# rd_ex_hazard_ctrl

### Layout detail, rd_ex_hazard_ctrl

Bar = 10 µm. Window x 12 to 52, y 0 to 40 µm. Cells in grey, sequential cells in the stronger grey; small squares are vias.
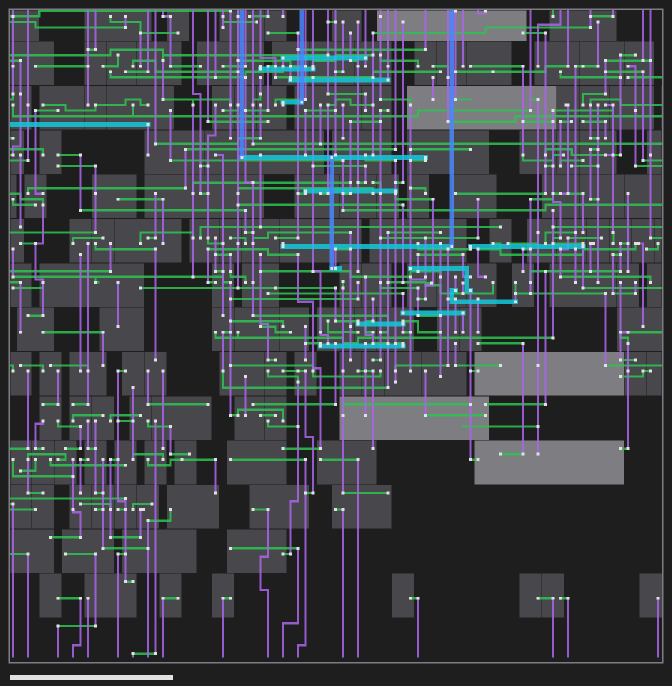

`src/rtl/iitb_pipe_pkg.sv`:
```
// Shared constants for the RD->EX hazard controller: LM/SM opcodes, FSM state
// encoding and default register-file geometry.
package iitb_pipe_pkg;

    localparam int REG_AW_DEF   = 3;
    localparam int NUM_REGS_DEF = 8;
    localparam int CNT_W_DEF    = 16;

    localparam logic [3:0] OP_LM = 4'b0110;
    localparam logic [3:0] OP_SM = 4'b0111;

    typedef enum logic [0:0] {
        ST_IDLE = 1'b0,
        ST_SEQ  = 1'b1
    } fsm_state_e;

    function automatic logic is_lmsm(input logic [3:0] opcode);
        return (opcode == OP_LM) || (opcode == OP_SM);
    endfunction

endpackage

```
`src/rtl/lsb_prio_enc.sv`:
```
// Lowest-set-bit encoder: index of the lowest set bit, whether any bit is set,
// and whether exactly one bit is set.
module lsb_prio_enc #(
    parameter int N  = 8,
    parameter int AW = 3
) (
    input  logic [N-1:0]  i_mask,
    output logic [AW-1:0] o_index,
    output logic          o_valid,
    output logic          o_onehot_only
);

    logic w_found;

    // Scan upward; the first set bit found latches the index.
    always_comb begin
        o_index = {AW{1'b0}};
        w_found = 1'b0;
        for (int i = 0; i < N; i++) begin
            o_index = (i_mask[i] && !w_found) ? AW'(i) : o_index;
            w_found = w_found | i_mask[i];
        end
    end

    assign o_valid       = |i_mask;
    assign o_onehot_only = o_valid && ((i_mask & (i_mask - N'(1))) == {N{1'b0}});

endmodule

```
`src/rtl/rd_ex_hazard_ctrl.sv`:
```
// RD->EX stall/flush controller with LM/SM micro-op sequencer.
// Optional perf counters are built only when PIPE_CTRL_PERF_EN is defined.
import iitb_pipe_pkg::*;

module rd_ex_hazard_ctrl #(
    parameter int REG_AW   = REG_AW_DEF,
    parameter int NUM_REGS = NUM_REGS_DEF,
    parameter int CNT_W    = CNT_W_DEF
) (
    input  logic                clk,
    input  logic                rst_n,
    input  logic                id_valid,
    input  logic [3:0]          id_opcode,
    input  logic [REG_AW-1:0]   id_rs1,
    input  logic [REG_AW-1:0]   id_rs2,
    input  logic                id_use_rs1,
    input  logic                id_use_rs2,
    input  logic [NUM_REGS-1:0] id_reglist,
    input  logic                ex_memread,
    input  logic                ex_regwrite,
    input  logic [REG_AW-1:0]   ex_regdst,
    input  logic                ex_br_taken,
    output logic                stall_pc,
    output logic                bubble_ex,
    output logic                flush_id,
    output logic                lmsm_active,
    output logic [REG_AW-1:0]   lmsm_reg,
    output logic [3:0]          lmsm_offset,
    output logic                lmsm_last,
    output logic [CNT_W-1:0]    stall_cnt,
    output logic [CNT_W-1:0]    flush_cnt
);

    fsm_state_e          r_state;
    logic [NUM_REGS-1:0] r_mask;
    logic [3:0]          r_offset;

    logic [REG_AW-1:0]   w_idx;
    logic                w_valid;
    logic                w_one;
    logic                w_last;
    logic                w_lu;
    logic                w_is_lmsm;
    logic                w_start;

    lsb_prio_enc #(.N(NUM_REGS), .AW(REG_AW)) u_enc (
        .i_mask        (r_mask),
        .o_index       (w_idx),
        .o_valid       (w_valid),
        .o_onehot_only (w_one)
    );

    // An empty mask in SEQ is treated as the final micro-op so the FSM cannot stick.
    assign w_last    = w_one | ~w_valid;
    assign w_lu      = id_valid & ex_memread & ex_regwrite &
                       ((id_use_rs1 & (id_rs1 == ex_regdst)) |
                        (id_use_rs2 & (id_rs2 == ex_regdst)));
    assign w_is_lmsm = id_valid & is_lmsm(id_opcode);
    assign w_start   = w_is_lmsm & (|id_reglist);

    // Control outputs: branch flush beats load-use beats LM/SM start; all zero in reset.
    always_comb begin
        stall_pc    = 1'b0;
        bubble_ex   = 1'b0;
        flush_id    = 1'b0;
        lmsm_active = 1'b0;
        lmsm_reg    = {REG_AW{1'b0}};
        lmsm_offset = 4'd0;
        lmsm_last   = 1'b0;
        if (!rst_n) begin
            stall_pc = 1'b0;
        end else if (ex_br_taken) begin
            flush_id  = 1'b1;
            bubble_ex = 1'b1;
        end else begin
            case (r_state)
                ST_SEQ: begin
                    lmsm_active = 1'b1;
                    lmsm_reg    = w_idx;
                    lmsm_offset = r_offset;
                    lmsm_last   = w_last;
                    stall_pc    = ~w_last;
                end
                ST_IDLE: begin
                    if (w_lu || w_start) begin
                        stall_pc  = 1'b1;
                        bubble_ex = 1'b1;
                    end else if (w_is_lmsm) begin
                        bubble_ex = 1'b1;
                    end else begin
                        bubble_ex = 1'b0;
                    end
                end
                default: begin
                    bubble_ex = 1'b1;
                end
            endcase
        end
    end

    // Sequencer state: mask of remaining registers and word offset of the next micro-op.
    always_ff @(posedge clk or negedge rst_n) begin
        if (!rst_n) begin
            r_state  <= ST_IDLE;
            r_mask   <= {NUM_REGS{1'b0}};
            r_offset <= 4'd0;
        end else if (ex_br_taken) begin
            r_state  <= ST_IDLE;
            r_mask   <= {NUM_REGS{1'b0}};
            r_offset <= 4'd0;
        end else begin
            case (r_state)
                ST_IDLE: begin
                    if (!w_lu && w_start) begin
                        r_state  <= ST_SEQ;
                        r_mask   <= id_reglist;
                        r_offset <= 4'd0;
                    end
                end
                ST_SEQ: begin
                    if (w_last) begin
                        r_state  <= ST_IDLE;
                        r_mask   <= {NUM_REGS{1'b0}};
                        r_offset <= 4'd0;
                    end else begin
                        r_mask   <= r_mask & (r_mask - NUM_REGS'(1));
                        r_offset <= r_offset + 4'd1;
                    end
                end
                default: begin
                    r_state  <= ST_IDLE;
                    r_mask   <= {NUM_REGS{1'b0}};
                    r_offset <= 4'd0;
                end
            endcase
        end
    end

`ifdef PIPE_CTRL_PERF_EN
    logic [CNT_W-1:0] r_stall_cnt;
    logic [CNT_W-1:0] r_flush_cnt;

    // Saturating stall-cycle and flush-event counters.
    always_ff @(posedge clk or negedge rst_n) begin
        if (!rst_n) begin
            r_stall_cnt <= {CNT_W{1'b0}};
            r_flush_cnt <= {CNT_W{1'b0}};
        end else begin
            if ((stall_pc || (bubble_ex && !flush_id)) && !(&r_stall_cnt)) begin
                r_stall_cnt <= r_stall_cnt + CNT_W'(1);
            end
            if (flush_id && !(&r_flush_cnt)) begin
                r_flush_cnt <= r_flush_cnt + CNT_W'(1);
            end
        end
    end

    assign stall_cnt = r_stall_cnt;
    assign flush_cnt = r_flush_cnt;
`else
    assign stall_cnt = {CNT_W{1'b0}};
    assign flush_cnt = {CNT_W{1'b0}};
`endif

endmodule

```
`config.mk`:
```
export PLATFORM = sky130hd
export DESIGN_NAME = rd_ex_hazard_ctrl
export DESIGN_NICKNAME = d
export VERILOG_FILES = /design/src/rtl/iitb_pipe_pkg.sv /design/src/rtl/lsb_prio_enc.sv /design/src/rtl/rd_ex_hazard_ctrl.sv
export SDC_FILE = /design/constraint.sdc
export NUM_CORES = 1
export LEC_CHECK = 0
export ABC_AREA = 1
export CORE_UTILIZATION = 36
export DETAILED_ROUTE_END_ITERATION = 8
export HOLD_SLACK_MARGIN = 0.15
export PLACE_DENSITY = 0.77
export SLEW_MARGIN = 20
export SYNTH_ARGS = -nofsm -noshare
export SYNTH_HDL_FRONTEND = slang
export SYNTH_SLANG_ARGS = --single-unit
export TNS_END_PERCENT = 10
```
`constraint.sdc`:
```
create_clock -name clk -period 1.51 [get_ports clk]
set_clock_uncertainty 0.15 [all_clocks]
set_input_delay 0.302 -clock clk [delete_from_list [all_inputs] [get_ports clk]]
set_output_delay 0.302 -clock clk [all_outputs]
set_load 0.01 [all_outputs]
```
# wav_uart_sender

===== src/rtl/wav_pkg.sv =====
// Shared WAV streaming definitions.
// Holds the sender state encoding and the canonical header length. Both are
// shared with parse_wav, so the encodings must stay stable.
package wav_pkg;

  typedef enum logic [2:0] {
    StIdle    = 3'd0,
    StHeader  = 3'd1,
    StSamples = 3'd2,
    StDone    = 3'd3
  } wav_state_e;

  // Canonical PCM WAV header: RIFF + fmt + data chunk headers.
  localparam int unsigned HeaderLen = 44;

endpackage


===== src/rtl/uart_transmit.sv =====
// 8N1 UART byte serializer.
// Ports:
//   clk_in     - clock
//   rst_in     - synchronous active-high reset; aborts any byte in flight
//   data_in    - byte to send, captured when trigger_in is accepted
//   trigger_in - load request; accepted whenever busy_out is low
//   busy_out   - transmitter cannot take a byte this cycle
//   tx_out     - serial line, idles high
// The start bit appears on tx_out the cycle after a load. busy_out drops during
// the final cycle of the stop bit so a caller can chain the next byte with no
// idle gap on the line.
module uart_transmit #(
  parameter int unsigned CLOCK_SPEED = 100_000_000,
  parameter int unsigned BAUD_RATE   = 57600
) (
  input  logic       clk_in,
  input  logic       rst_in,
  input  logic [7:0] data_in,
  input  logic       trigger_in,
  output logic       busy_out,
  output logic       tx_out
);

  localparam int unsigned BitPeriod = CLOCK_SPEED / BAUD_RATE;
  localparam int unsigned BaudW     = $clog2(BitPeriod + 1);
  localparam logic [BaudW-1:0] BaudLast = BaudW'(BitPeriod - 1);

  logic [9:0]       frame_q, frame_d;
  logic [BaudW-1:0] baud_q, baud_d;
  logic [3:0]       bit_q, bit_d;
  logic             active_q, active_d;
  logic             last_cycle;
  logic             load;

  assign last_cycle = active_q && (baud_q == BaudLast) && (bit_q == 4'd9);
  assign busy_out   = active_q && !last_cycle;
  assign load       = trigger_in && !busy_out;
  assign tx_out     = active_q ? frame_q[0] : 1'b1;

  always_comb begin
    frame_d  = frame_q;
    baud_d   = baud_q;
    bit_d    = bit_q;
    active_d = active_q;
    if (load) begin
      // Frame shifts out LSB first: start(0), data[0..7], stop(1).
      frame_d  = {1'b1, data_in, 1'b0};
      baud_d   = '0;
      bit_d    = '0;
      active_d = 1'b1;
    end else if (active_q) begin
      if (baud_q == BaudLast) begin
        baud_d  = '0;
        frame_d = {1'b1, frame_q[9:1]};
        bit_d   = bit_q + 4'd1;
        if (bit_q == 4'd9) begin
          active_d = 1'b0;
        end
      end else begin
        baud_d = baud_q + BaudW'(1);
      end
    end
  end

  always_ff @(posedge clk_in) begin
    if (rst_in) begin
      frame_q  <= '1;
      baud_q   <= '0;
      bit_q    <= '0;
      active_q <= 1'b0;
    end else begin
      frame_q  <= frame_d;
      baud_q   <= baud_d;
      bit_q    <= bit_d;
      active_q <= active_d;
    end
  end

endmodule


===== src/rtl/wav_uart_sender.sv =====
// Streams one 8-bit mono PCM WAV file over a UART.
// Ports:
//   clk_in           - sole clock
//   rst_in           - synchronous active-high reset, overrides all inputs
//   start_in         - begin one file (honoured only when idle)
//   sample_in        - signed 8-bit sample
//   sample_valid_in  - sample_in is valid
//   sample_ready_out - a sample is accepted this cycle if valid
//   uart_txd         - serial output, idles high
//   busy_out         - high whenever not idle
//   done_out         - one-cycle pulse when the file is complete
//   state_out        - current state, for debug
// Sends the 44-byte header back-to-back, then one line byte per accepted
// sample, then pulses done_out and returns to idle.
module wav_uart_sender
  import wav_pkg::*;
#(
  parameter int unsigned CLOCK_SPEED = 100_000_000,
  parameter int unsigned BAUD_RATE   = 57600,
  parameter int unsigned SAMPLE_RATE = 12_000,
  parameter int unsigned NUM_SAMPLES = 12_000 * 60
) (
  input  logic       clk_in,
  input  logic       rst_in,
  input  logic       start_in,
  input  logic [7:0] sample_in,
  input  logic       sample_valid_in,
  output logic       sample_ready_out,
  output logic       uart_txd,
  output logic       busy_out,
  output logic       done_out,
  output logic [2:0] state_out
);

  localparam int unsigned SampleW = $clog2(NUM_SAMPLES + 1);
  localparam logic [SampleW-1:0] SampleLast    = SampleW'(NUM_SAMPLES);
  localparam logic [5:0]         HeaderLastIdx = 6'(HeaderLen - 1);
  localparam logic [31:0]        RiffSize      = 32'(36 + NUM_SAMPLES);
  localparam logic [31:0]        DataSize      = 32'(NUM_SAMPLES);
  localparam logic [31:0]        SampleRate    = 32'(SAMPLE_RATE);

  function automatic logic [7:0] le_byte(input logic [31:0] v, input logic [1:0] k);
    return v[{k, 3'b000} +: 8];
  endfunction

  // ASCII tags are written as they read, so the first character is the MSB.
  function automatic logic [7:0] be_byte(input logic [31:0] v, input logic [1:0] k);
    return v[{~k, 3'b000} +: 8];
  endfunction

  // Header ROM: the header is eleven 4-byte words.
  function automatic logic [7:0] header_byte(input logic [5:0] idx);
    logic [7:0] b;
    case (idx[5:2])
      4'd0:    b = be_byte(32'h5249_4646, idx[1:0]);  // "RIFF"
      4'd1:    b = le_byte(RiffSize, idx[1:0]);
      4'd2:    b = be_byte(32'h5741_5645, idx[1:0]);  // "WAVE"
      4'd3:    b = be_byte(32'h666d_7420, idx[1:0]);  // "fmt "
      4'd4:    b = le_byte(32'd16, idx[1:0]);
      4'd5:    b = le_byte(32'h0001_0001, idx[1:0]);  // PCM format, mono
      4'd6:    b = le_byte(SampleRate, idx[1:0]);
      4'd7:    b = le_byte(SampleRate, idx[1:0]);     // byte rate at 1 byte/sample
      4'd8:    b = le_byte(32'h0008_0001, idx[1:0]);  // block align 1, 8 bits
      4'd9:    b = be_byte(32'h6461_7461, idx[1:0]);  // "data"
      4'd10:   b = le_byte(DataSize, idx[1:0]);
      default: b = 8'h00;
    endcase
    return b;
  endfunction

  wav_state_e         state_q, state_d;
  logic [5:0]         hdr_idx_q, hdr_idx_d;
  logic [SampleW-1:0] smp_cnt_q, smp_cnt_d;
  logic               prev_busy_q;
  logic               tx_busy;
  logic               tx_trigger;
  logic [7:0]         tx_data;

  uart_transmit #(
    .CLOCK_SPEED(CLOCK_SPEED),
    .BAUD_RATE  (BAUD_RATE)
  ) u_uart_transmit (
    .clk_in    (clk_in),
    .rst_in    (rst_in),
    .data_in   (tx_data),
    .trigger_in(tx_trigger),
    .busy_out  (tx_busy),
    .tx_out    (uart_txd)
  );

  // tx_busy already drops in the last stop-bit cycle; prev_busy_q masks that
  // cycle so a sample is only taken once the line is truly idle.
  assign sample_ready_out = (state_q == StSamples) && !tx_busy && !prev_busy_q &&
                            (smp_cnt_q != SampleLast);
  assign busy_out  = (state_q != StIdle);
  assign state_out = state_q;

  always_comb begin
    state_d    = state_q;
    hdr_idx_d  = hdr_idx_q;
    smp_cnt_d  = smp_cnt_q;
    tx_trigger = 1'b0;
    tx_data    = {~sample_in[7], sample_in[6:0]};  // signed -> offset-binary
    done_out   = 1'b0;
    unique case (state_q)
      StIdle: begin
        if (start_in) begin
          state_d    = StHeader;
          hdr_idx_d  = '0;
          smp_cnt_d  = '0;
          tx_trigger = 1'b1;
          tx_data    = header_byte(6'd0);
        end
      end
      StHeader: begin
        // tx_busy is only low here in the final stop-bit cycle of a byte.
        if (!tx_busy) begin
          if (hdr_idx_q == HeaderLastIdx) begin
            state_d = StSamples;
          end else begin
            hdr_idx_d  = hdr_idx_q + 6'd1;
            tx_trigger = 1'b1;
            tx_data    = header_byte(hdr_idx_q + 6'd1);
          end
        end
      end
      StSamples: begin
        if (sample_valid_in && sample_ready_out) begin
          smp_cnt_d  = smp_cnt_q + SampleW'(1);
          tx_trigger = 1'b1;
        end else if ((smp_cnt_q == SampleLast) && !tx_busy) begin
          state_d = StDone;
        end
      end
      StDone: begin
        done_out = 1'b1;
        state_d  = StIdle;
      end
      default: state_d = StIdle;
    endcase
  end

  always_ff @(posedge clk_in) begin
    if (rst_in) begin
      state_q     <= StIdle;
      hdr_idx_q   <= '0;
      smp_cnt_q   <= '0;
      prev_busy_q <= 1'b0;
    end else begin
      state_q     <= state_d;
      hdr_idx_q   <= hdr_idx_d;
      smp_cnt_q   <= smp_cnt_d;
      prev_busy_q <= tx_busy;
    end
  end

endmodule


===== config.mk =====
export PLATFORM = sky130hd
export DESIGN_NAME = wav_uart_sender
export DESIGN_NICKNAME = d
export VERILOG_FILES = /design/src/rtl/wav_pkg.sv /design/src/rtl/uart_transmit.sv /design/src/rtl/wav_uart_sender.sv
export SDC_FILE = /design/constraint.sdc
export NUM_CORES = 1
export LEC_CHECK = 0
export ABC_AREA = 0
export CAP_MARGIN = 20
export CORE_ASPECT_RATIO = 1.75
export CORE_MARGIN = 3
export CORE_UTILIZATION = 43
export CTS_BUF_LIST = sky130_fd_sc_hd__clkbuf_4
export DETAILED_ROUTE_END_ITERATION = 12
export PLACE_DENSITY = 0.56
export SYNTH_ARGS = -nofsm -noshare
export SYNTH_HDL_FRONTEND = slang
export SYNTH_SLANG_ARGS = --single-unit

===== constraint.sdc =====
create_clock -name clk_in -period 2.8 [get_ports clk_in]
set_input_delay 0.28 -clock clk_in [delete_from_list [all_inputs] [get_ports clk_in]]
set_output_delay 0.28 -clock clk_in [all_outputs]
set_load 0.01 [all_outputs]

### The metal 2 layer, rd_ex_hazard_ctrl

Bar = 20 µm.
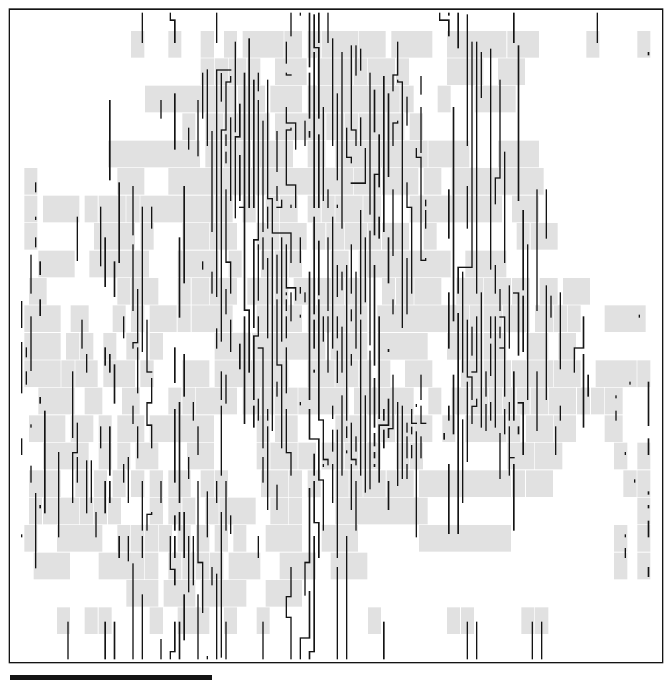
share of all routed wire: 52%
longest straight run: 24.8 µm
wire length on this layer: 1990 µm

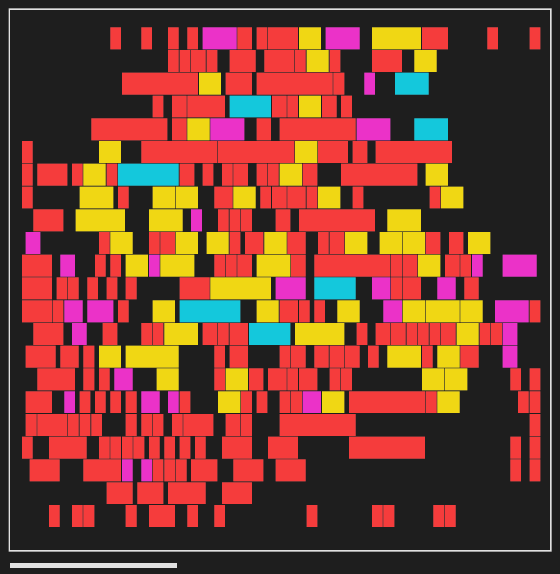
*Drive-strength map, rd_ex_hazard_ctrl*
Bar = 20 µm.
| colour | size | cells | share | most used |
|---|---|---|---|---|
| red | _0 and _1 cells | 216 | 71% | nand2_1 |
| cyan | _6 and larger | 7 | 2.3% | clkbuf_8 |
| yellow | _3 and _4 cells | 54 | 18% | buf_4 |
| magenta | _2 cells | 28 | 9.2% | inv_2 |

About 'Layout detail' of rd_ex_hazard_ctrl:
| colour | layer |
|---|---|
| green | metal 1 |
| purple | metal 2 |
| blue | metal 4 |
| cyan | metal 3 |
most frequent: nand2_1 (30), buf_4 (18), nor2_1 (16)
netlist names of flops here include: r_mask (5)
cells with their middle in the window: 144
sequential cells in the window: 5

==> reports/qor.csv, rd_ex_hazard_ctrl <==
stage,metric,value,unit
cts,H-tree levels,1,
sta,# setup viols final,24,
synthesis,Post-Syn Area,1410,µm²
synthesis,yosys warning tally,0,
global_routing,Top Usage Layer GRT,met2,
critical_path,critical path buffer and inverter count,1,
status,failing checks,setup timing,
cts,hold_buf cts,2,
synthesis,Synth flops,13,
synthesis,"top cells, area","dfrtp_1, buf_4, nand2_1",
global_routing,met2 Use GR,35.00,%
status,outcome,"finished, violations left",
power_and_ir_drop,clock-net power,0.000317,W
cts,post-CTS sizing,63,
power_and_ir_drop,Clock Power Share,28.9,%
synthesis,synth unique cells,27,
sta,fin worst setup slack,-581.5,ps
critical_path,Worst R2R Setup Slack,-300,ps
cells_and_area,dominant logic cell types in the final layout,"nand2_1, buf_4, conb_1",
cts,Sink Count,13,
synthesis,register share after synthesis,23.07,%
sta,"Slew Viols, Final",0,
critical_path,CP dominant cell by count,nor2_4,
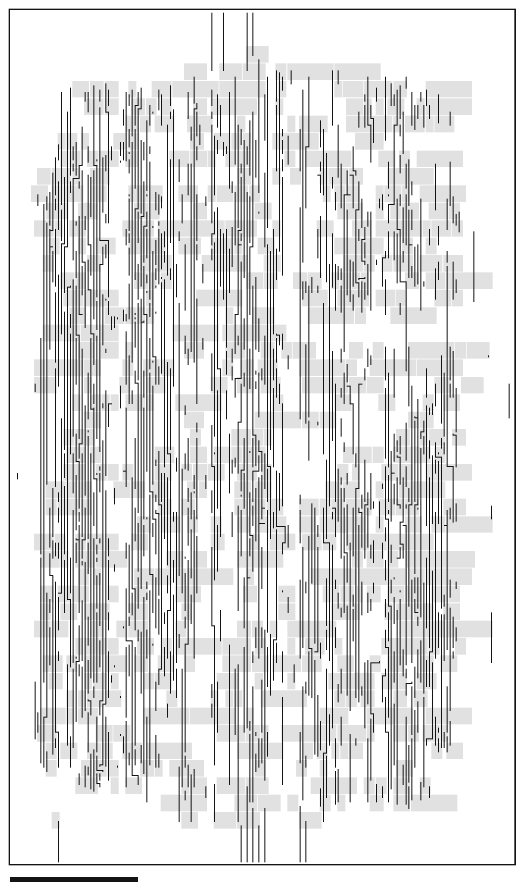
*The metal 2 layer, wav_uart_sender*
Bar = 20 µm.
main direction: vertical
nets with wire on the layer: 498
share of all routed wire: 55%

==> reports/qor.csv, wav_uart_sender <==
stage,metric,value,unit
sta,"Slew Viols, Final",0,
synthesis,"top cells, area","dfxtp_1, a21oi_1, nand2_1",
sta,"Min Clock Period, post-route",2665,ps
critical_path,Worst R2R Setup Slack,170,ps
cells_and_area,Non-CTS buffers,53,
hold_path,Hold Path Class,flop to flop,
synthesis,mux share,1.757,%
synthesis,ao+oa area frac,27.20,%
placed_design,pre-CTS setup slack,82.43,ps
synthesis,Floorplan Nets,553,
detailed_routing,Top Layer Used,met4,
synthesis,syn avg cell area,7.512,µm²
detailed_routing,wire per inst,19.09,µm
detailed_routing,DRT iter0 DRCs,189,
critical_path,CP Launch Point,u_uart_transmit.baud_q[4]$_SDFFE_PP0P_,
cells_and_area,Final non-clock buffer share,9.600,%
cells_and_area,fraction of layout cells with a size suffix above 1,10.79,%
cells_and_area,Layout Nets,577,
synthesis,Synth Area in XOR/XNOR,4.391,%
global_routing,Top Usage Layer GRT,met2,
cells_and_area,flop count,54,
cts,setup bufs post-CTS,0,
die,I/O pin count,19,
synthesis,Post-Syn Area,3989,µm²
critical_path,CP Launch Type,flop,
critical_path,Top delay family on crit path,simple AND/OR/NAND/NOR gates,
detailed_routing,Vias,4219,
synthesis,Synth flops,54,
placed_design,placed cells,663,
detailed_routing,DR WL met2,7029,µm
global_routing,first-pass GRT wire length,20730,µm
detailed_routing,Metal-1 WL,4703,µm
cells_and_area,Comb/total area,60.03,%
cells_and_area,number of logic gates,424,
synthesis,ys flop type,dfxtp_1,
critical_path,worst reg-to-reg path cell count,6,
power_and_ir_drop,VDD IR-drop max,0.3543,mV
cts,Max Root-Sink Buffers,2,
cells_and_area,Clock-cell share,1.821,%
critical_path,Reg-to-Reg Start,u_uart_transmit.baud_q[4]$_SDFFE_PP0P_,
synthesis,synth unique cells,74,
cells_and_area,Seq area share,23.86,%
status,outcome,"complete, no violations",
critical_path,CP Max Fanout,6,
sta,period utilisation layout,95.16,%
critical_path,critical path buffer and inverter count,1,
sta,# setup viols final,0,
detailed_routing,DRC Markers,0,
power_and_ir_drop,switch share,41.20,%
cts,H-tree levels,2,
detailed_routing,Vias/cell,6.260,

# axil_region_router_flat

$ cat src/rtl/axil_region_router_if.sv
// Bus bundle for axil_region_router: AXI4-Lite CPU side plus the req/ack slave side.
// Modports:
//   slave  - router view: accepts AXI requests, drives responses and slave requests.
//   master - environment view: drives AXI requests and slave acks/read data.
interface axil_region_router_if #(
    parameter int unsigned NUM_SLAVES = 4,
    parameter int unsigned ADDR_W     = 32,
    parameter int unsigned DATA_W     = 32
);
    localparam int unsigned STRB_W = DATA_W / 8;

    logic                         mem_axi_awvalid;
    logic                         mem_axi_awready;
    logic [ADDR_W-1:0]            mem_axi_awaddr;
    logic                         mem_axi_wvalid;
    logic                         mem_axi_wready;
    logic [DATA_W-1:0]            mem_axi_wdata;
    logic [STRB_W-1:0]            mem_axi_wstrb;
    logic                         mem_axi_bvalid;
    logic                         mem_axi_bready;
    logic [1:0]                   mem_axi_bresp;
    logic                         mem_axi_arvalid;
    logic                         mem_axi_arready;
    logic [ADDR_W-1:0]            mem_axi_araddr;
    logic                         mem_axi_rvalid;
    logic                         mem_axi_rready;
    logic [DATA_W-1:0]            mem_axi_rdata;
    logic [1:0]                   mem_axi_rresp;

    logic [ADDR_W-1:0]            slv_rd_addr;
    logic [NUM_SLAVES-1:0]        slv_rd_req;
    logic [NUM_SLAVES-1:0]        slv_rd_ack;
    logic [NUM_SLAVES*DATA_W-1:0] slv_rd_data;
    logic [ADDR_W-1:0]            slv_wr_addr;
    logic [DATA_W-1:0]            slv_wr_data;
    logic [STRB_W-1:0]            slv_wr_strb;
    logic [NUM_SLAVES-1:0]        slv_wr_req;
    logic [NUM_SLAVES-1:0]        slv_wr_ack;

    modport slave (
        input  mem_axi_awvalid, mem_axi_awaddr, mem_axi_wvalid, mem_axi_wdata, mem_axi_wstrb,
               mem_axi_bready, mem_axi_arvalid, mem_axi_araddr, mem_axi_rready,
               slv_rd_ack, slv_rd_data, slv_wr_ack,
        output mem_axi_awready, mem_axi_wready, mem_axi_bvalid, mem_axi_bresp,
               mem_axi_arready, mem_axi_rvalid, mem_axi_rdata, mem_axi_rresp,
               slv_rd_addr, slv_rd_req, slv_wr_addr, slv_wr_data, slv_wr_strb, slv_wr_req
    );

    modport master (
        output mem_axi_awvalid, mem_axi_awaddr, mem_axi_wvalid, mem_axi_wdata, mem_axi_wstrb,
               mem_axi_bready, mem_axi_arvalid, mem_axi_araddr, mem_axi_rready,
               slv_rd_ack, slv_rd_data, slv_wr_ack,
        input  mem_axi_awready, mem_axi_wready, mem_axi_bvalid, mem_axi_bresp,
               mem_axi_arready, mem_axi_rvalid, mem_axi_rdata, mem_axi_rresp,
               slv_rd_addr, slv_rd_req, slv_wr_addr, slv_wr_data, slv_wr_strb, slv_wr_req
    );
endinterface

$ cat src/rtl/axil_region_router.sv
// AXI4-Lite to multi-slave req/ack router. Address bits [SEL_MSB:SEL_LSB] pick one of
// NUM_SLAVES ports; unmapped selects answer DECERR without touching any slave.
// Read and write paths are independent FSMs; AW and W may arrive in any order.
// Ports:
//   CLK   - clock
//   RSTb  - synchronous active-low reset
//   bus   - axil_region_router_if.slave (AXI4-Lite channels and slave req/ack buses)
// Optional: define AXIL_REGION_ROUTER_TIMEOUT_EN to answer SLVERR when a slave
// does not ack within TIMEOUT_CYCLES request cycles.
module axil_region_router #(
    parameter int unsigned NUM_SLAVES     = 4,
    parameter int unsigned ADDR_W         = 32,
    parameter int unsigned DATA_W         = 32,
    parameter int unsigned SEL_MSB        = 31,
    parameter int unsigned SEL_LSB        = 28,
    parameter int unsigned TIMEOUT_CYCLES = 255
) (
    input logic                  CLK,
    input logic                  RSTb,
    axil_region_router_if.slave  bus
);
    localparam int unsigned STRB_W = DATA_W / 8;
    localparam int unsigned SEL_W  = SEL_MSB - SEL_LSB + 1;
    // Compare width holds both the full select field and NUM_SLAVES (<= 16).
    localparam int unsigned CMP_W  = (SEL_W > 5) ? SEL_W : 5;
    localparam int unsigned IDX_W  = (NUM_SLAVES > 1) ? $clog2(NUM_SLAVES) : 1;

    localparam logic [1:0] RESP_OKAY   = 2'b00;
    localparam logic [1:0] RESP_SLVERR = 2'b10;
    localparam logic [1:0] RESP_DECERR = 2'b11;

    localparam logic [1:0] R_IDLE = 2'd0, R_REQ = 2'd1, R_RESP = 2'd2;
    localparam logic [1:0] W_IDLE = 2'd0, W_REQ = 2'd1, W_RESP = 2'd2;

`ifdef AXIL_REGION_ROUTER_TIMEOUT_EN
    localparam int unsigned CNT_W = $clog2(TIMEOUT_CYCLES + 1);
    localparam logic [CNT_W-1:0] CNT_LAST = CNT_W'(TIMEOUT_CYCLES - 1);
`endif

    // Full-width unsigned compare; high select bits are never dropped.
    function automatic logic is_mapped(input logic [SEL_W-1:0] sel);
        return CMP_W'(sel) < CMP_W'(NUM_SLAVES);
    endfunction

    // ---------------- read path state ----------------
    logic [1:0]            r_state, r_state_nxt;
    logic                  arready, arready_nxt;
    logic                  rvalid, rvalid_nxt;
    logic [DATA_W-1:0]     rdata, rdata_nxt;
    logic [1:0]            rresp, rresp_nxt;
    logic [ADDR_W-1:0]     rd_addr, rd_addr_nxt;
    logic [NUM_SLAVES-1:0] rd_req, rd_req_nxt;
    logic [IDX_W-1:0]      r_sel, r_sel_nxt;
    logic [SEL_W-1:0]      r_sel_raw;
`ifdef AXIL_REGION_ROUTER_TIMEOUT_EN
    logic [CNT_W-1:0]      r_cnt, r_cnt_nxt;
`endif

    // Read next-state and next-output logic.
    always_comb begin
        r_state_nxt = r_state;
        arready_nxt = arready;
        rvalid_nxt  = rvalid;
        rdata_nxt   = rdata;
        rresp_nxt   = rresp;
        rd_addr_nxt = rd_addr;
        rd_req_nxt  = rd_req;
        r_sel_nxt   = r_sel;
        r_sel_raw   = bus.mem_axi_araddr[SEL_MSB:SEL_LSB];
`ifdef AXIL_REGION_ROUTER_TIMEOUT_EN
        r_cnt_nxt   = r_cnt;
`endif
        case (r_state)
            R_IDLE: begin
                arready_nxt = 1'b1;
                if (bus.mem_axi_arvalid && arready) begin
                    arready_nxt = 1'b0;
                    rd_addr_nxt = bus.mem_axi_araddr;
                    if (is_mapped(r_sel_raw)) begin
                        r_sel_nxt   = IDX_W'(r_sel_raw);
                        rd_req_nxt  = NUM_SLAVES'(1) << r_sel_nxt;
                        r_state_nxt = R_REQ;
`ifdef AXIL_REGION_ROUTER_TIMEOUT_EN
                        r_cnt_nxt   = '0;
`endif
                    end else begin
                        rdata_nxt   = '0;
                        rresp_nxt   = RESP_DECERR;
                        rvalid_nxt  = 1'b1;
                        r_state_nxt = R_RESP;
                    end
                end
            end
            R_REQ: begin
                if (bus.slv_rd_ack[r_sel]) begin
                    rdata_nxt   = bus.slv_rd_data[r_sel*DATA_W +: DATA_W];
                    rresp_nxt   = RESP_OKAY;
                    rd_req_nxt  = '0;
                    rvalid_nxt  = 1'b1;
                    r_state_nxt = R_RESP;
                end
`ifdef AXIL_REGION_ROUTER_TIMEOUT_EN
                // Ack on the limit cycle takes priority (branch above).
                else if (r_cnt == CNT_LAST) begin
                    rdata_nxt   = '0;
                    rresp_nxt   = RESP_SLVERR;
                    rd_req_nxt  = '0;
                    rvalid_nxt  = 1'b1;
                    r_state_nxt = R_RESP;
                end else begin
                    r_cnt_nxt   = r_cnt + 1'b1;
                end
`endif
            end
            R_RESP: begin
                if (bus.mem_axi_rready) begin
                    rvalid_nxt  = 1'b0;
                    arready_nxt = 1'b1;
                    r_state_nxt = R_IDLE;
                end
            end
            default: r_state_nxt = R_IDLE;
        endcase
    end

    // Read state and output registers.
    always_ff @(posedge CLK) begin
        if (!RSTb) begin
            r_state <= R_IDLE;
            arready <= 1'b0;
            rvalid  <= 1'b0;
            rdata   <= '0;
            rresp   <= '0;
            rd_addr <= '0;
            rd_req  <= '0;
            r_sel   <= '0;
`ifdef AXIL_REGION_ROUTER_TIMEOUT_EN
            r_cnt   <= '0;
`endif
        end else begin
            r_state <= r_state_nxt;
            arready <= arready_nxt;
            rvalid  <= rvalid_nxt;
            rdata   <= rdata_nxt;
            rresp   <= rresp_nxt;
            rd_addr <= rd_addr_nxt;
            rd_req  <= rd_req_nxt;
            r_sel   <= r_sel_nxt;
`ifdef AXIL_REGION_ROUTER_TIMEOUT_EN
            r_cnt   <= r_cnt_nxt;
`endif
        end
    end

    // ---------------- write path state ----------------
    logic [1:0]            w_state, w_state_nxt;
    logic                  awready, awready_nxt;
    logic                  wready, wready_nxt;
    logic                  aw_held, aw_held_nxt;
    logic                  w_held, w_held_nxt;
    logic                  bvalid, bvalid_nxt;
    logic [1:0]            bresp, bresp_nxt;
    logic [ADDR_W-1:0]     wr_addr, wr_addr_nxt;
    logic [DATA_W-1:0]     wr_data, wr_data_nxt;
    logic [STRB_W-1:0]     wr_strb, wr_strb_nxt;
    logic [NUM_SLAVES-1:0] wr_req, wr_req_nxt;
    logic [IDX_W-1:0]      w_sel, w_sel_nxt;
    logic [SEL_W-1:0]      w_sel_raw;
`ifdef AXIL_REGION_ROUTER_TIMEOUT_EN
    logic [CNT_W-1:0]      w_cnt, w_cnt_nxt;
`endif

    // Write next-state and next-output logic; decode uses the just-captured address.
    always_comb begin
        w_state_nxt = w_state;
        awready_nxt = awready;
        wready_nxt  = wready;
        aw_held_nxt = aw_held;
        w_held_nxt  = w_held;
        bvalid_nxt  = bvalid;
        bresp_nxt   = bresp;
        wr_addr_nxt = wr_addr;
        wr_data_nxt = wr_data;
        wr_strb_nxt = wr_strb;
        wr_req_nxt  = wr_req;
        w_sel_nxt   = w_sel;
        w_sel_raw   = '0;
`ifdef AXIL_REGION_ROUTER_TIMEOUT_EN
        w_cnt_nxt   = w_cnt;
`endif
        case (w_state)
            W_IDLE: begin
                awready_nxt = !aw_held;
                wready_nxt  = !w_held;
                if (bus.mem_axi_awvalid && awready) begin
                    wr_addr_nxt = bus.mem_axi_awaddr;
                    aw_held_nxt = 1'b1;
                    awready_nxt = 1'b0;
                end
                if (bus.mem_axi_wvalid && wready) begin
                    wr_data_nxt = bus.mem_axi_wdata;
                    wr_strb_nxt = bus.mem_axi_wstrb;
                    w_held_nxt  = 1'b1;
                    wready_nxt  = 1'b0;
                end
                if (aw_held_nxt && w_held_nxt) begin
                    w_sel_raw = wr_addr_nxt[SEL_MSB:SEL_LSB];
                    if (is_mapped(w_sel_raw)) begin
                        w_sel_nxt   = IDX_W'(w_sel_raw);
                        wr_req_nxt  = NUM_SLAVES'(1) << w_sel_nxt;
                        w_state_nxt = W_REQ;
`ifdef AXIL_REGION_ROUTER_TIMEOUT_EN
                        w_cnt_nxt   = '0;
`endif
                    end else begin
                        bresp_nxt   = RESP_DECERR;
                        bvalid_nxt  = 1'b1;
                        w_state_nxt = W_RESP;
                    end
                end
            end
            W_REQ: begin
                if (bus.slv_wr_ack[w_sel]) begin
                    bresp_nxt   = RESP_OKAY;
                    wr_req_nxt  = '0;
                    bvalid_nxt  = 1'b1;
                    w_state_nxt = W_RESP;
                end
`ifdef AXIL_REGION_ROUTER_TIMEOUT_EN
                else if (w_cnt == CNT_LAST) begin
                    bresp_nxt   = RESP_SLVERR;
                    wr_req_nxt  = '0;
                    bvalid_nxt  = 1'b1;
                    w_state_nxt = W_RESP;
                end else begin
                    w_cnt_nxt   = w_cnt + 1'b1;
                end
`endif
            end
            W_RESP: begin
                if (bus.mem_axi_bready) begin
                    bvalid_nxt  = 1'b0;
                    aw_held_nxt = 1'b0;
                    w_held_nxt  = 1'b0;
                    awready_nxt = 1'b1;
                    wready_nxt  = 1'b1;
                    w_state_nxt = W_IDLE;
                end
            end
            default: w_state_nxt = W_IDLE;
        endcase
    end

    // Write state and output registers.
    always_ff @(posedge CLK) begin
        if (!RSTb) begin
            w_state <= W_IDLE;
            awready <= 1'b0;
            wready  <= 1'b0;
            aw_held <= 1'b0;
            w_held  <= 1'b0;
            bvalid  <= 1'b0;
            bresp   <= '0;
            wr_addr <= '0;
            wr_data <= '0;
            wr_strb <= '0;
            wr_req  <= '0;
            w_sel   <= '0;
`ifdef AXIL_REGION_ROUTER_TIMEOUT_EN
            w_cnt   <= '0;
`endif
        end else begin
            w_state <= w_state_nxt;
            awready <= awready_nxt;
            wready  <= wready_nxt;
            aw_held <= aw_held_nxt;
            w_held  <= w_held_nxt;
            bvalid  <= bvalid_nxt;
            bresp   <= bresp_nxt;
            wr_addr <= wr_addr_nxt;
            wr_data <= wr_data_nxt;
            wr_strb <= wr_strb_nxt;
            wr_req  <= wr_req_nxt;
            w_sel   <= w_sel_nxt;
`ifdef AXIL_REGION_ROUTER_TIMEOUT_EN
            w_cnt   <= w_cnt_nxt;
`endif
        end
    end

    assign bus.mem_axi_arready = arready;
    assign bus.mem_axi_rvalid  = rvalid;
    assign bus.mem_axi_rdata   = rdata;
    assign bus.mem_axi_rresp   = rresp;
    assign bus.slv_rd_addr     = rd_addr;
    assign bus.slv_rd_req      = rd_req;
    assign bus.mem_axi_awready = awready;
    assign bus.mem_axi_wready  = wready;
    assign bus.mem_axi_bvalid  = bvalid;
    assign bus.mem_axi_bresp   = bresp;
    assign bus.slv_wr_addr     = wr_addr;
    assign bus.slv_wr_data     = wr_data;
    assign bus.slv_wr_strb     = wr_strb;
    assign bus.slv_wr_req      = wr_req;
endmodule

$ cat src/flat_wrapper.sv
// flat-port wrapper written by rule: the top's interface ports become plain ports
module axil_region_router_flat 
#(
    parameter int unsigned NUM_SLAVES     = 4,
    parameter int unsigned ADDR_W         = 32,
    parameter int unsigned DATA_W         = 32,
    parameter int unsigned SEL_MSB        = 31,
    parameter int unsigned SEL_LSB        = 28,
    parameter int unsigned TIMEOUT_CYCLES = 255
)
  (CLK, RSTb, bus_mem_axi_awvalid, bus_mem_axi_awaddr, bus_mem_axi_wvalid, bus_mem_axi_wdata, bus_mem_axi_wstrb, bus_mem_axi_bready, bus_mem_axi_arvalid, bus_mem_axi_araddr, bus_mem_axi_rready, bus_slv_rd_ack, bus_slv_rd_data, bus_slv_wr_ack, bus_mem_axi_awready, bus_mem_axi_wready, bus_mem_axi_bvalid, bus_mem_axi_bresp, bus_mem_axi_arready, bus_mem_axi_rvalid, bus_mem_axi_rdata, bus_mem_axi_rresp, bus_slv_rd_addr, bus_slv_rd_req, bus_slv_wr_addr, bus_slv_wr_data, bus_slv_wr_strb, bus_slv_wr_req);
  axil_region_router_if #(.NUM_SLAVES(NUM_SLAVES), .ADDR_W(ADDR_W), .DATA_W(DATA_W)) bus_i ();
  input logic CLK;
  input logic RSTb;
  input wire logic [$bits(bus_i.mem_axi_awvalid)-1:0] bus_mem_axi_awvalid;
  input wire logic [$bits(bus_i.mem_axi_awaddr)-1:0] bus_mem_axi_awaddr;
  input wire logic [$bits(bus_i.mem_axi_wvalid)-1:0] bus_mem_axi_wvalid;
  input wire logic [$bits(bus_i.mem_axi_wdata)-1:0] bus_mem_axi_wdata;
  input wire logic [$bits(bus_i.mem_axi_wstrb)-1:0] bus_mem_axi_wstrb;
  input wire logic [$bits(bus_i.mem_axi_bready)-1:0] bus_mem_axi_bready;
  input wire logic [$bits(bus_i.mem_axi_arvalid)-1:0] bus_mem_axi_arvalid;
  input wire logic [$bits(bus_i.mem_axi_araddr)-1:0] bus_mem_axi_araddr;
  input wire logic [$bits(bus_i.mem_axi_rready)-1:0] bus_mem_axi_rready;
  input wire logic [$bits(bus_i.slv_rd_ack)-1:0] bus_slv_rd_ack;
  input wire logic [$bits(bus_i.slv_rd_data)-1:0] bus_slv_rd_data;
  input wire logic [$bits(bus_i.slv_wr_ack)-1:0] bus_slv_wr_ack;
  output wire logic [$bits(bus_i.mem_axi_awready)-1:0] bus_mem_axi_awready;
  output wire logic [$bits(bus_i.mem_axi_wready)-1:0] bus_mem_axi_wready;
  output wire logic [$bits(bus_i.mem_axi_bvalid)-1:0] bus_mem_axi_bvalid;
  output wire logic [$bits(bus_i.mem_axi_bresp)-1:0] bus_mem_axi_bresp;
  output wire logic [$bits(bus_i.mem_axi_arready)-1:0] bus_mem_axi_arready;
  output wire logic [$bits(bus_i.mem_axi_rvalid)-1:0] bus_mem_axi_rvalid;
  output wire logic [$bits(bus_i.mem_axi_rdata)-1:0] bus_mem_axi_rdata;
  output wire logic [$bits(bus_i.mem_axi_rresp)-1:0] bus_mem_axi_rresp;
  output wire logic [$bits(bus_i.slv_rd_addr)-1:0] bus_slv_rd_addr;
  output wire logic [$bits(bus_i.slv_rd_req)-1:0] bus_slv_rd_req;
  output wire logic [$bits(bus_i.slv_wr_addr)-1:0] bus_slv_wr_addr;
  output wire logic [$bits(bus_i.slv_wr_data)-1:0] bus_slv_wr_data;
  output wire logic [$bits(bus_i.slv_wr_strb)-1:0] bus_slv_wr_strb;
  output wire logic [$bits(bus_i.slv_wr_req)-1:0] bus_slv_wr_req;
  assign bus_i.mem_axi_awvalid = bus_mem_axi_awvalid;
  assign bus_i.mem_axi_awaddr = bus_mem_axi_awaddr;
  assign bus_i.mem_axi_wvalid = bus_mem_axi_wvalid;
  assign bus_i.mem_axi_wdata = bus_mem_axi_wdata;
  assign bus_i.mem_axi_wstrb = bus_mem_axi_wstrb;
  assign bus_i.mem_axi_bready = bus_mem_axi_bready;
  assign bus_i.mem_axi_arvalid = bus_mem_axi_arvalid;
  assign bus_i.mem_axi_araddr = bus_mem_axi_araddr;
  assign bus_i.mem_axi_rready = bus_mem_axi_rready;
  assign bus_i.slv_rd_ack = bus_slv_rd_ack;
  assign bus_i.slv_rd_data = bus_slv_rd_data;
  assign bus_i.slv_wr_ack = bus_slv_wr_ack;
  assign bus_mem_axi_awready = bus_i.mem_axi_awready;
  assign bus_mem_axi_wready = bus_i.mem_axi_wready;
  assign bus_mem_axi_bvalid = bus_i.mem_axi_bvalid;
  assign bus_mem_axi_bresp = bus_i.mem_axi_bresp;
  assign bus_mem_axi_arready = bus_i.mem_axi_arready;
  assign bus_mem_axi_rvalid = bus_i.mem_axi_rvalid;
  assign bus_mem_axi_rdata = bus_i.mem_axi_rdata;
  assign bus_mem_axi_rresp = bus_i.mem_axi_rresp;
  assign bus_slv_rd_addr = bus_i.slv_rd_addr;
  assign bus_slv_rd_req = bus_i.slv_rd_req;
  assign bus_slv_wr_addr = bus_i.slv_wr_addr;
  assign bus_slv_wr_data = bus_i.slv_wr_data;
  assign bus_slv_wr_strb = bus_i.slv_wr_strb;
  assign bus_slv_wr_req = bus_i.slv_wr_req;
  axil_region_router #(.NUM_SLAVES(NUM_SLAVES), .ADDR_W(ADDR_W), .DATA_W(DATA_W), .SEL_MSB(SEL_MSB), .SEL_LSB(SEL_LSB), .TIMEOUT_CYCLES(TIMEOUT_CYCLES)) u_core (.CLK(CLK), .RSTb(RSTb), .bus(bus_i));
endmodule
$ cat config.mk
export PLATFORM = sky130hd
export DESIGN_NAME = axil_region_router_flat
export DESIGN_NICKNAME = d
export VERILOG_FILES = /design/src/rtl/axil_region_router_if.sv /design/src/rtl/axil_region_router.sv /design/src/flat_wrapper.sv
export SDC_FILE = /design/constraint.sdc
export NUM_CORES = 1
export LEC_CHECK = 0
export CAP_MARGIN = 40
export CORE_AREA = 4 4 149 151
export CTS_BUF_LIST = sky130_fd_sc_hd__clkbuf_16
export DETAILED_ROUTE_END_ITERATION = 8
export DIE_AREA = 0 0 153 155
export GPL_TIMING_DRIVEN = 0
export PLACE_DENSITY = 0.68
export SETUP_SLACK_MARGIN = 0.1
export SKIP_LAST_GASP = 1
export SLEW_MARGIN = 5
export SYNTH_ARGS = -nofsm -noshare
export SYNTH_HDL_FRONTEND = slang
export SYNTH_SLANG_ARGS = --single-unit
$ cat constraint.sdc
create_clock -name CLK -period 1.9 [get_ports CLK]
set_input_delay 0.38 -clock CLK [delete_from_list [all_inputs] [get_ports CLK]]
set_output_delay 0.38 -clock CLK [all_outputs]
set_load 0.03 [all_outputs]
==> reports/qor.csv <==
stage,metric,value,unit
status,outcome,"complete, no violations",
detailed_routing,Top Layer Used,met4,
detailed_routing,Metal-1 WL,10440,µm
cells_and_area,Clock-cell share,5.508,%
cts,hold_buf cts,0,
synthesis,Synth flops,157,
synthesis,Floorplan Nets,927,
cells_and_area,Register Area,3146,µm²
power_and_ir_drop,leakage,4.760,nW
synthesis,ao+oa area frac,17.30,%
synthesis,register share after synthesis,49.39,%
cells_and_area,final cell count without fillers,1392,
cts,clk latency of the worst-skew pair,420,ps
synthesis,"top cells by count, synth","nand2_1, dfxtp_1, a21oi_1, clkbuf_1, mux4_2",
sta,"Min Clock Period, post-route",1833,ps
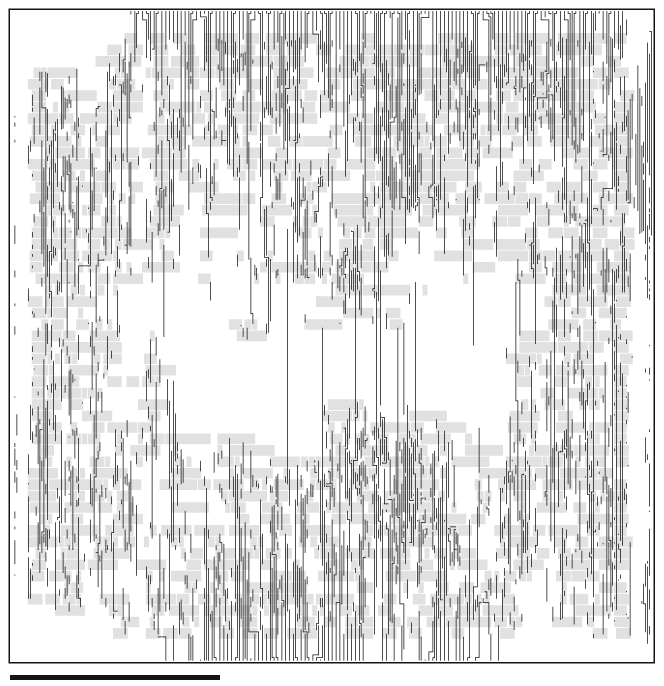
*The metal 2 layer, axil_region_router_flat*
Bar = 50 µm.
wire length on this layer: 12500 µm
longest straight run: 67.7 µm
main direction: vertical

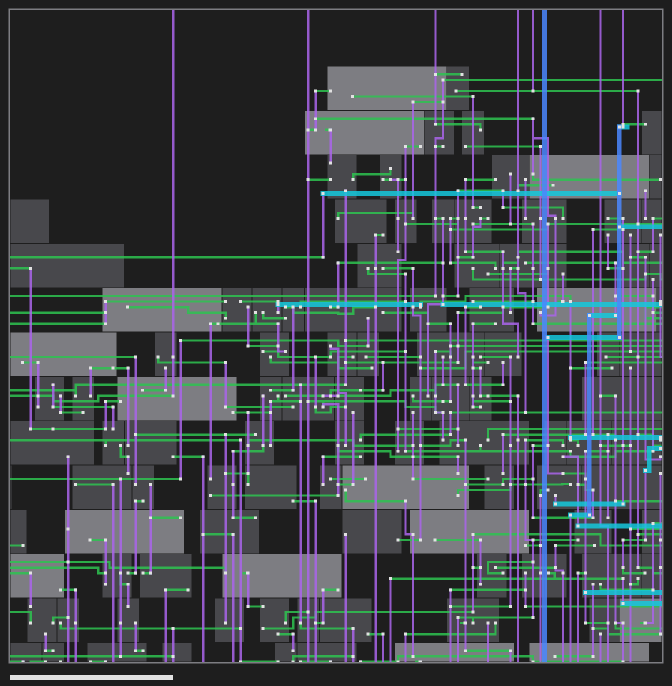
*Layout detail, axil_region_router_flat*
Bar = 10 µm. Window x 56 to 96, y 26 to 66 µm. Cells in grey, sequential cells in the stronger grey; small squares are vias.
| colour | layer |
|---|---|
| cyan | metal 3 |
| green | metal 1 |
| blue | metal 4 |
| purple | metal 2 |
sequential cells in the window: 11
netlist names of flops here include: u_core.bus.slv_wr_addr (3)
most frequent: nand2_1 (13), a21oi_1 (10), dfxtp_1 (10)
cells with their middle in the window: 89



## Gallery

Met1 routing.
image #1
Bar = 20 µm. Supply wires on this layer in grey.
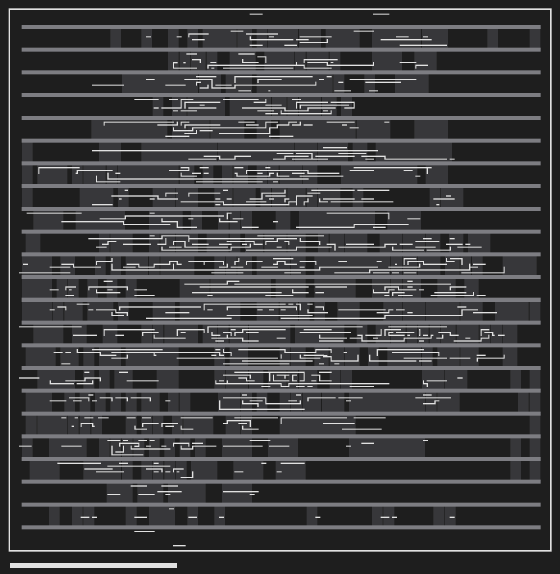
image #2
Bar = 20 µm. Supply wires on this layer in grey.
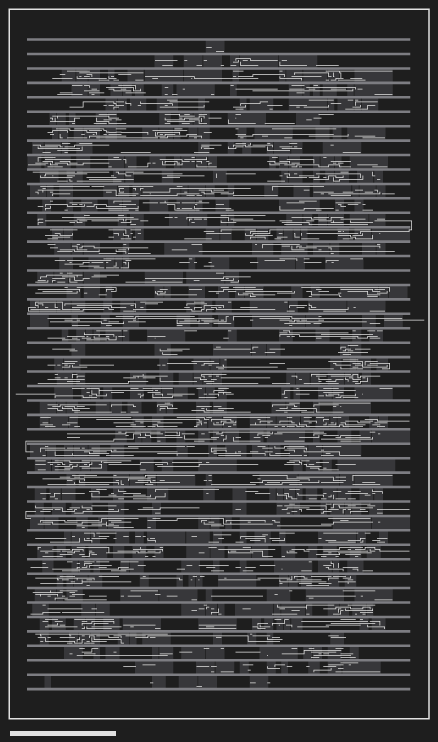
image #3
Bar = 50 µm. Supply wires on this layer in grey.
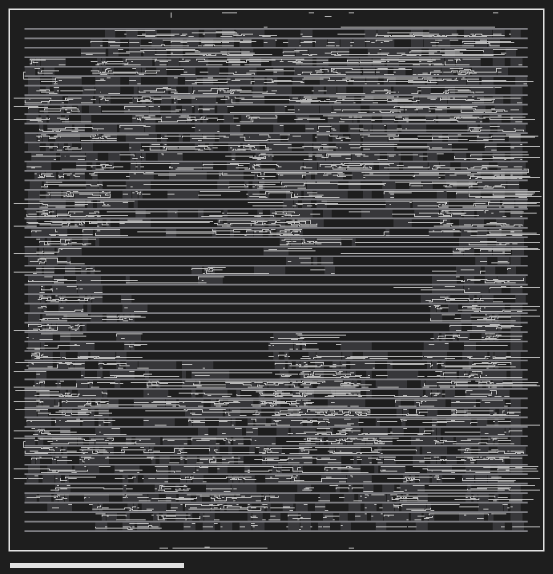
- wav_uart_sender = image #2
- axil_region_router_flat = image #3
- rd_ex_hazard_ctrl = image #1
Of these, largest die: image #3
Of these, smallest die: image #1

Key to image #2:
longest straight run: 36.8 µm
wire length on this layer: 4700 µm
share of all routed wire: 37%

Power is estimated from default activity; no workload was simulated.
